# block 1

<file path="src/rtl/hwag_pkg.sv">
// Shared types and constants for the hardware angle generator sync sequencer.
package hwag_pkg;

    typedef enum logic [2:0] {
        ST_IDLE   = 3'd0,
        ST_FILL   = 3'd1,
        ST_SEARCH = 3'd2,
        ST_SYNC   = 3'd3,
        ST_STALL  = 3'd4
    } state_t;

    typedef struct packed {
        logic sync_ok;
        logic sync_loss;
        logic stall;
        logic gap;
        logic tooth;
    } pulse_t;

    // Edges needed to populate the three-deep period capture history.
    localparam int FILL_DEPTH = 3;

endpackage

</file>
<file path="src/rtl/hwag_tooth_cnt.sv">
// Tooth index counter: clears, increments, and wraps to 0 once the index
// has reached or passed the gap tooth number.
module hwag_tooth_cnt #(
    parameter int TW = 8
) (
    input  logic          clk,
    input  logic          rst,
    input  logic          clr,
    input  logic          inc,
    input  logic [TW-1:0] thnb,
    output logic [TW-1:0] cnt,
    output logic          at_gap
);

    // A >= test (not ==) makes a thnb lowered below cnt wrap on the next edge.
    assign at_gap = (cnt >= thnb);

    // NOTE: state registers use non-blocking assignments so every flop in the
    // design samples the pre-edge values of its neighbours.
    always_ff @(posedge clk) begin
        if (rst || clr) begin
            cnt <= '0;
        end else if (inc) begin
            cnt <= at_gap ? '0 : cnt + TW'(1);
        end
    end

endmodule

</file>
<file path="src/rtl/hwag_sync_ctrl.sv">
// Synchronisation sequencer: FILL/SEARCH/SYNC/STALL control, loss-of-sync
// and stall detection, and registered single-cycle event pulses.
module hwag_sync_ctrl
    import hwag_pkg::*;
#(
    parameter int TW = 8,
    parameter int EW = 4
) (
    input  logic          clk,
    input  logic          rst,
    input  logic          cape,
    input  logic          vr_edge,
    input  logic          pcnt_ovf,
    input  logic          period_ok,
    input  logic          gap_found,
    input  logic          gap_run,
    input  logic [TW-1:0] thnb,
    input  logic [EW-1:0] err_lim,
    output logic          pcap_ena,
    output logic          sync,
    output logic [TW-1:0] tooth_cnt,
    output logic          gap_point,
    output logic [2:0]    state,
    output logic          sync_ok_if,
    output logic          sync_loss_if,
    output logic          stall_if,
    output logic          gap_if,
    output logic          tooth_if
);

    state_t        state_q, state_d;
    logic [1:0]    fill_q, fill_d;
    logic [EW-1:0] err_q, err_d;
    pulse_t        pulse_q, pulse_d;
    logic          tooth_clr, tooth_inc, at_gap;

    logic [EW-1:0] lim_eff;
    logic [EW:0]   err_next;
    logic          loss_hit;
    logic [EW-1:0] err_sat;

    hwag_tooth_cnt #(.TW(TW)) u_tooth (
        .clk    (clk),
        .rst    (rst),
        .clr    (tooth_clr),
        .inc    (tooth_inc),
        .thnb   (thnb),
        .cnt    (tooth_cnt),
        .at_gap (at_gap)
    );

    assign state     = state_q;
    assign sync      = (state_q == ST_SYNC);
    assign gap_point = sync & at_gap;
    // Capture history is frozen across the gap tooth.
    assign pcap_ena  = vr_edge & ((state_q == ST_FILL) | (state_q == ST_SEARCH) |
                                  (sync & ~gap_point));

    assign lim_eff  = (err_lim == '0) ? EW'(1) : err_lim;
    assign err_next = {1'b0, err_q} + {{EW{1'b0}}, 1'b1};
    assign loss_hit = (err_next >= {1'b0, lim_eff});
    assign err_sat  = (&err_q) ? err_q : err_q + EW'(1);

    assign sync_ok_if   = pulse_q.sync_ok;
    assign sync_loss_if = pulse_q.sync_loss;
    assign stall_if     = pulse_q.stall;
    assign gap_if       = pulse_q.gap;
    assign tooth_if     = pulse_q.tooth;

    // NOTE: every output of this block gets a default first, so no path can
    // leave a variable unassigned and infer a latch.
    always_comb begin
        state_d   = state_q;
        fill_d    = fill_q;
        err_d     = err_q;
        pulse_d   = '0;
        tooth_clr = 1'b0;
        tooth_inc = 1'b0;

        if (!cape) begin
            state_d   = ST_IDLE;
            fill_d    = '0;
            err_d     = '0;
            tooth_clr = 1'b1;
        end else begin
            unique case (state_q)
                ST_IDLE: begin
                    state_d = ST_FILL;
                    fill_d  = '0;
                end
                ST_FILL: begin
                    if (pcnt_ovf) begin
                        state_d       = ST_STALL;
                        pulse_d.stall = 1'b1;
                    end else if (vr_edge) begin
                        fill_d = fill_q + 2'd1;
                        if (fill_q == 2'(FILL_DEPTH - 1)) state_d = ST_SEARCH;
                    end
                end
                ST_SEARCH: begin
                    if (pcnt_ovf) begin
                        state_d       = ST_STALL;
                        pulse_d.stall = 1'b1;
                    end else if (vr_edge && period_ok && gap_found) begin
                        state_d         = ST_SYNC;
                        err_d           = '0;
                        tooth_clr       = 1'b1;
                        pulse_d.sync_ok = 1'b1;
                    end
                end
                ST_SYNC: begin
                    if (pcnt_ovf) begin
                        state_d           = ST_STALL;
                        pulse_d.stall     = 1'b1;
                        pulse_d.sync_loss = 1'b1;
                    end else if (vr_edge) begin
                        tooth_inc = 1'b1;
                        if (gap_run == at_gap) begin
                            if (at_gap) begin
                                pulse_d.gap = 1'b1;
                                err_d       = '0;
                            end else begin
                                pulse_d.tooth = 1'b1;
                            end
                        end else begin
                            err_d = err_sat;
                            if (loss_hit) begin
                                state_d           = ST_FILL;
                                fill_d            = '0;
                                pulse_d.sync_loss = 1'b1;
                            end
                        end
                    end
                end
                ST_STALL: begin
                    if (vr_edge) begin
                        state_d = ST_FILL;
                        fill_d  = '0;
                    end
                end
                default: state_d = ST_IDLE;
            endcase
        end
    end

    always_ff @(posedge clk) begin
        if (rst) begin
            state_q <= ST_IDLE;
            fill_q  <= '0;
            err_q   <= '0;
            pulse_q <= '0;
        end else begin
            state_q <= state_d;
            fill_q  <= fill_d;
            err_q   <= err_d;
            pulse_q <= pulse_d;
        end
    end

endmodule

</file>
<file path="config.mk">
export PLATFORM = sky130hd
export DESIGN_NAME = hwag_sync_ctrl
export DESIGN_NICKNAME = d
export VERILOG_FILES = /design/src/rtl/hwag_pkg.sv /design/src/rtl/hwag_tooth_cnt.sv /design/src/rtl/hwag_sync_ctrl.sv
export SDC_FILE = /design/constraint.sdc
export NUM_CORES = 1
export LEC_CHECK = 0
export CORE_MARGIN = 2
export CORE_UTILIZATION = 45
export DETAILED_ROUTE_END_ITERATION = 16
export GPL_ROUTABILITY_DRIVEN = 0
export GPL_TIMING_DRIVEN = 1
export HOLD_SLACK_MARGIN = 0.06
export PLACE_DENSITY = 0.74
export SLEW_MARGIN = 20
export SYNTH_ARGS = -nofsm -noshare
export SYNTH_HDL_FRONTEND = slang
export SYNTH_SLANG_ARGS = --single-unit
</file>
<file path="constraint.sdc">
create_clock -name clk -period 7.6 [get_ports clk]
set_input_delay 1.52 -clock clk [delete_from_list [all_inputs] [get_ports clk]]
set_output_delay 1.52 -clock clk [all_outputs]
set_load 0.03 [all_outputs]
</file>
==> block_1/util_map.png <==
(6 px per µm) 6 x 6 tiles, from dark blue (low) to red (high), 0 to 100% covered.
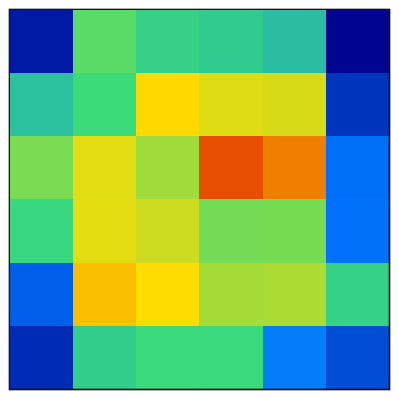
- mean over tiles: 49%
- densest ninth of the die: center
- nearly empty tiles: 2.8%
- fullest tile: 91%
starting density of the core: 47.1%
core area: 3340 µm²

==> flow_metrics.rpt <==
PHYSICAL IMPLEMENTATION REPORT
----------------------------------------------------
[Routing]
  Wirelength per Cell ........................ 13.1 µm
  Met2 routed wirelength ........................ 1600 µm
  # DRC ........................ 0
  ANT nets after route ........................ 0

[Layout]
  Top cells excl fill/tap ........................ 38 x sky130_fd_sc_hd__clkdlybuf4s50_1, 22 x sky130_fd_sc_hd__dfxtp_1, 15 x sky130_fd_sc_hd__ha_1, 14 x sky130_fd_sc_hd__inv_1, 13 x sky130_fd_sc_hd__nor2_1
  Cell kind with the greatest summed area ........................ logic gates
  Sequential share of cell area ........................ 21.7%

[Outcome]
  Run status ........................ finished, final reports clean

[Synthesis]
  Synthesized flop and latch total ........................ 22
  Post-synthesis cell type count ........................ 48

[CTS]
  Post-CTS setup buffer count ........................ 0

[Final timing]
  Final cycle utilization of the critical path ........................ 75.6%

[Pwr]
  Sequential fraction of design power ........................ 48.5%
  Combinational-cell power consumption ........................ 0.0000359 W
  Maximum ir drop on the vdd rail ........................ 111 µV

[Setup path]
  Sort of element at the end of the critical path ........................ output pin

[Job]
  OpenROAD warning count ........................ 26

----------------------------------------------------
==> worst reg2reg max path: stages (launching register included) <==
cell	delay [ns]
sky130_fd_sc_hd__dfxtp_1	0.42
sky130_fd_sc_hd__inv_1	0.06
sky130_fd_sc_hd__ha_1	0.26
sky130_fd_sc_hd__nand2b_1	0.17
sky130_fd_sc_hd__a2111oi_0	0.49
sky130_fd_sc_hd__o21a_1	0.22
sky130_fd_sc_hd__o22ai_1	0.14
sky130_fd_sc_hd__a211oi_2	0.37
sky130_fd_sc_hd__mux2i_1	0.22
==> state kept, by name, indices dropped and copies added, names as in the netlist <==
name	count
u_tooth.cnt	8
err_q	4
state	3
fill_q	2
gap_if	1
stall_if	1
sync_loss_if	1
sync_ok_if	1
tooth_if	1
==> per-stage QoR <==
stage | setup slack (ns) | utilization (%)
global placement | 1.90 | 59.1
finish | 1.86 | 60.7
detailed placement | 1.85 | 59.1
CTS | 1.84 | 60.7
global route | 1.73 | 60.7
floorplan | 2.71 | -
==> logic make-up (layout without fill, tap and decap cells) <==
logic type      count (synthesis)  in the layout
mux                             5              5
flops                          22             22
simple gates                   74             74
buf+inv                        22             57
xor+xnor                        9              9
compound gates                 42             42
fa+ha+maj                      15             15

# block 2

==> block_2/clock_wires.png <==
(3 px per µm)
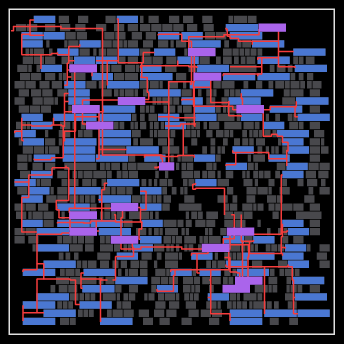
==> block_2/m4.png <==
(3 px per µm) Supply wires on this layer in gray.
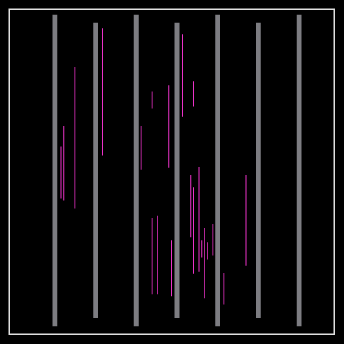
--- src/rtl/pu_dispatch.sv ---
// Command dispatcher for a bank of slave PUs: enable/launch/ack control,
// per-PU watchdog, completion tracking and a lowest-index interrupt encoder.
module pu_dispatch #(
  parameter int unsigned N_PU = 7,
  parameter int unsigned DW   = 8,
  parameter int unsigned TO_W = 8,
  parameter int unsigned IDW  = 4
) (
  input  logic            clk,
  input  logic            reset,
  input  logic            cmd_valid,
  input  logic [1:0]      cmd_op,
  input  logic [IDW-1:0]  cmd_id,
  output logic            cmd_ready,
  input  logic [DW-1:0]   ctx_sa,
  input  logic [DW-1:0]   ctx_sb,
  input  logic [DW-1:0]   ctx_sc,
  input  logic [DW-1:0]   ctx_ip,
  output logic [DW-1:0]   pu_sa,
  output logic [DW-1:0]   pu_sb,
  output logic [DW-1:0]   pu_sc,
  output logic [DW-1:0]   pu_ip,
  output logic [N_PU-1:0] en_pu,
  output logic [N_PU-1:0] start_pu,
  input  logic [N_PU-1:0] done_pu,
  output logic [N_PU-1:0] stat_busy,
  output logic [N_PU-1:0] stat_done,
  output logic [N_PU-1:0] stat_to,
  output logic            irq,
  output logic [IDW-1:0]  irq_id,
  output logic            cmd_err
);

  typedef enum logic {IDLE, LAUNCH} state_t;

  localparam logic [1:0] OP_EN    = 2'd0;
  localparam logic [1:0] OP_DIS   = 2'd1;
  localparam logic [1:0] OP_START = 2'd2;
  localparam logic [1:0] OP_ACK   = 2'd3;
  // Watchdog value one below saturation: the next busy cycle times out.
  localparam logic [TO_W-1:0] WD_LAST = {{(TO_W-1){1'b1}}, 1'b0};

  state_t          state, state_nxt;
  logic            accept, bad, go;
  logic [N_PU-1:0] hit;
  logic [N_PU-1:0] pend;
  logic [TO_W-1:0] wd [N_PU];

  // Command decode and next-state logic
  always_comb begin
    state_nxt = state;
    cmd_ready = (state == IDLE);
    accept    = cmd_valid && (state == IDLE);
    hit       = N_PU'(1) << cmd_id;
    bad       = 1'b0;
    if (32'(cmd_id) >= N_PU) begin
      bad = 1'b1;
    end else if (cmd_op == OP_START &&
                 (!(|(en_pu & hit)) || (|(stat_busy & hit)))) begin
      bad = 1'b1;
    end
    go = accept && !bad && (cmd_op == OP_START);
    case (state)
      IDLE:    if (go) state_nxt = LAUNCH;
      LAUNCH:  state_nxt = IDLE;
      default: state_nxt = IDLE;
    endcase
  end

  always_ff @(posedge clk) begin
    if (reset) begin
      state     <= IDLE;
      en_pu     <= '0;
      start_pu  <= '0;
      stat_busy <= '0;
      stat_done <= '0;
      stat_to   <= '0;
      cmd_err   <= 1'b0;
      pu_sa     <= '0;
      pu_sb     <= '0;
      pu_sc     <= '0;
      pu_ip     <= '0;
      for (int i = 0; i < N_PU; i++) wd[i] <= '0;
    end else begin
      state    <= state_nxt;
      cmd_err  <= accept && bad;
      start_pu <= go ? hit : '0;
      if (go) begin
        pu_sa <= ctx_sa;
        pu_sb <= ctx_sb;
        pu_sc <= ctx_sc;
        pu_ip <= ctx_ip;
      end
      for (int i = 0; i < N_PU; i++) begin
        // Completion beats a coincident timeout; events beat a coincident ACK.
        if (stat_busy[i]) begin
          if (done_pu[i]) begin
            stat_busy[i] <= 1'b0;
            stat_done[i] <= 1'b1;
          end else begin
            wd[i] <= wd[i] + TO_W'(1);
            if (wd[i] == WD_LAST) begin
              stat_busy[i] <= 1'b0;
              stat_to[i]   <= 1'b1;
            end
          end
        end
        if (accept && !bad && hit[i]) begin
          case (cmd_op)
            OP_EN:  en_pu[i] <= 1'b1;
            OP_DIS: begin
              en_pu[i]     <= 1'b0;
              stat_busy[i] <= 1'b0;
              wd[i]        <= '0;
            end
            OP_START: begin
              stat_busy[i] <= 1'b1;
              stat_done[i] <= 1'b0;
              stat_to[i]   <= 1'b0;
              wd[i]        <= '0;
            end
            default: begin
              if (!(stat_busy[i] && done_pu[i])) stat_done[i] <= 1'b0;
              if (!(stat_busy[i] && !done_pu[i] && wd[i] == WD_LAST)) stat_to[i] <= 1'b0;
            end
          endcase
        end
      end
    end
  end

  // Interrupt: pending bits of enabled PUs, lowest index reported
  always_comb begin
    pend   = (stat_done | stat_to) & en_pu;
    irq    = |pend;
    irq_id = '0;
    for (int i = int'(N_PU) - 1; i >= 0; i--) begin
      if (pend[i]) irq_id = IDW'(i);
    end
  end

endmodule

--- config.mk ---
export PLATFORM = sky130hd
export DESIGN_NAME = pu_dispatch
export DESIGN_NICKNAME = d
export VERILOG_FILES = /design/src/rtl/pu_dispatch.sv
export SDC_FILE = /design/constraint.sdc
export NUM_CORES = 1
export LEC_CHECK = 0
export CAP_MARGIN = 20
export CORE_UTILIZATION = 56
export DETAILED_ROUTE_END_ITERATION = 7
export GPL_TIMING_DRIVEN = 0
export MAX_ROUTING_LAYER = met4
export PLACE_DENSITY = 0.85
export SLEW_MARGIN = 20
export SYNTH_ARGS = -nofsm -noshare
export SYNTH_HDL_FRONTEND = slang
export SYNTH_SLANG_ARGS = --single-unit
--- constraint.sdc ---
create_clock -name clk -period 5.89 [get_ports clk]
set_input_delay 0.589 -clock clk [delete_from_list [all_inputs] [get_ports clk]]
set_output_delay 0.589 -clock clk [all_outputs]
set_load 0.05 [all_outputs]
==> flow_metrics.rpt <==
PHYSICAL IMPLEMENTATION REPORT
----------------------------------------------------
[Outcome]
  Run status ........................ finished, final reports clean

[Min path]
  Worst Hold Path Cells ........................ 2

[Synthesis]
  Most instantiated library cell after synthesis ........................ sky130_fd_sc_hd__nor3_1
  Total cell area reported by yosys after synthesis ........................ 6280 µm²
  Synthesized flop and latch total ........................ 125
  Post-synthesis cell type count ........................ 51

[Final timing]
  Max-slew violation count ........................ 0
  Hold Violations, Final ........................ 0

[Layout]
  Top cells excl fill/tap ........................ 118 x sky130_fd_sc_hd__clkdlybuf4s50_1, 72 x sky130_fd_sc_hd__nor3_1, 69 x sky130_fd_sc_hd__dfxtp_1, 56 x sky130_fd_sc_hd__edfxtp_1, 52 x sky130_fd_sc_hd__nand2_1
  Share of layout cells above drive strength 1 ........................ 8.55%
  Number of signal-net buffers in the layout ........................ 147
  Non-clock buffer share of cell area ........................ 16.4%
  Number of fill cells ........................ 780
  Area growth from synthesis to layout ........................ 31.1%

[Setup path]
  Cell depth of the worst flop-to-flop path ........................ 7
  Largest driver fanout on the critical path ........................ 3
  Count of cell instances traversed by the critical path ........................ 5
  Start of the worst register-to-register path ........................ stat_busy[6]$_SDFF_PP0_
  Cell family with the largest share of critical-path delay ........................ buffers and inverters

[Place]
  Cell count after placement ........................ 880
  IO buf count ........................ 118
  Placed wire-length estimate ........................ 11,900 µm

[CTS]
  Clk pin slew, worst setup/hold paths ........................ 0.06 ns
  Maximum root-to-sink buffer count ........................ 2
  Root cell of the clock tree ........................ sky130_fd_sc_hd__clkbuf_8

[Job]
  # Max-Cap Violations ........................ 0

[Floorplanning]
  Total die size ........................ 11,600 µm²

[Global route]
  Global-route usage over all layers ........................ 31.5%
  Largest net degree at the start of global routing ........................ 17

----------------------------------------------------
## Picture notes: block_2/clock_wires.png
- clock-net drivers: purple (count 17)
- flip-flops: blue (count 125)
- clock wires: red (length 1,610 µm)
- routed clock nets: 18
- flops lie: all over the die

## Picture notes: block_2/m4.png
- wire length on this layer: 450 µm
- main direction: vertical

tightest hold or removal path, delay by kind of cell, from the launching register on:
family	cells	cell delay (ns)
flip-flops	1	0.33
multiplexers	1	0.07
AND/OR/NAND/NOR	1	0.07
where the power goes:
group	leakage, nW	total, W	internal [W]	switching [W]
Clock	0.284	0.00104	0.000635	0.000401
Combinational	1.68	0.000133	0.0000561	0.0000768
Sequential	1.13	0.000939	0.000922	0.0000171
Total	3.10	0.00211	0.00161	0.000494
flip-flops by register name, summed over array words and instances (netlist names):
| signal | flops |
|---|---|
| pu_sc | 8 |
| stat_to | 7 |
| cmd_err | 1 |
| stat_busy | 7 |
| stat_done | 7 |
| en_pu | 7 |
| state | 1 |
| pu_sb | 8 |
| pu_ip | 8 |
| wd | 56 |
| start_pu | 7 |
| pu_sa | 8 |
routing by layer:
| layer | up-vias | track usage, % | part of all wire, % | wire [µm] |
|---|---|---|---|---|
| li1 | 2531 | - | - | - |
| met1 | 2633 | 38.0 | 41 | 6970 |
| met2 | 272 | 51.9 | 49 | 8410 |
| met3 | 45 | 6.42 | 7.4 | 1270 |
| met4 | 0 | 12.0 | 2.6 | 450 |
| met5 | - | - | 0 | 0 |


==> screenshots <==
Nets reached from selected ports.
shot_01.png
(2 px per µm)
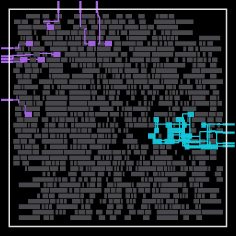
shot_02.png
(4 px per µm)
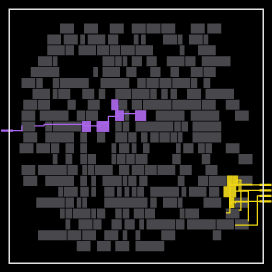
The one with the most cells is shot_01.png.
- block 2 = shot_01.png
- block 1 = shot_02.png

Key to shot_02.png:
- gap_run: purple (bits 1; direction input; edge left; end cells 5; buffers 1; wire 37.6 µm)
- err_lim: yellow (bits 4; direction input; edge right; end cells 4; buffers 4; wire 75.4 µm)

Power is estimated from default activity; no workload was simulated.
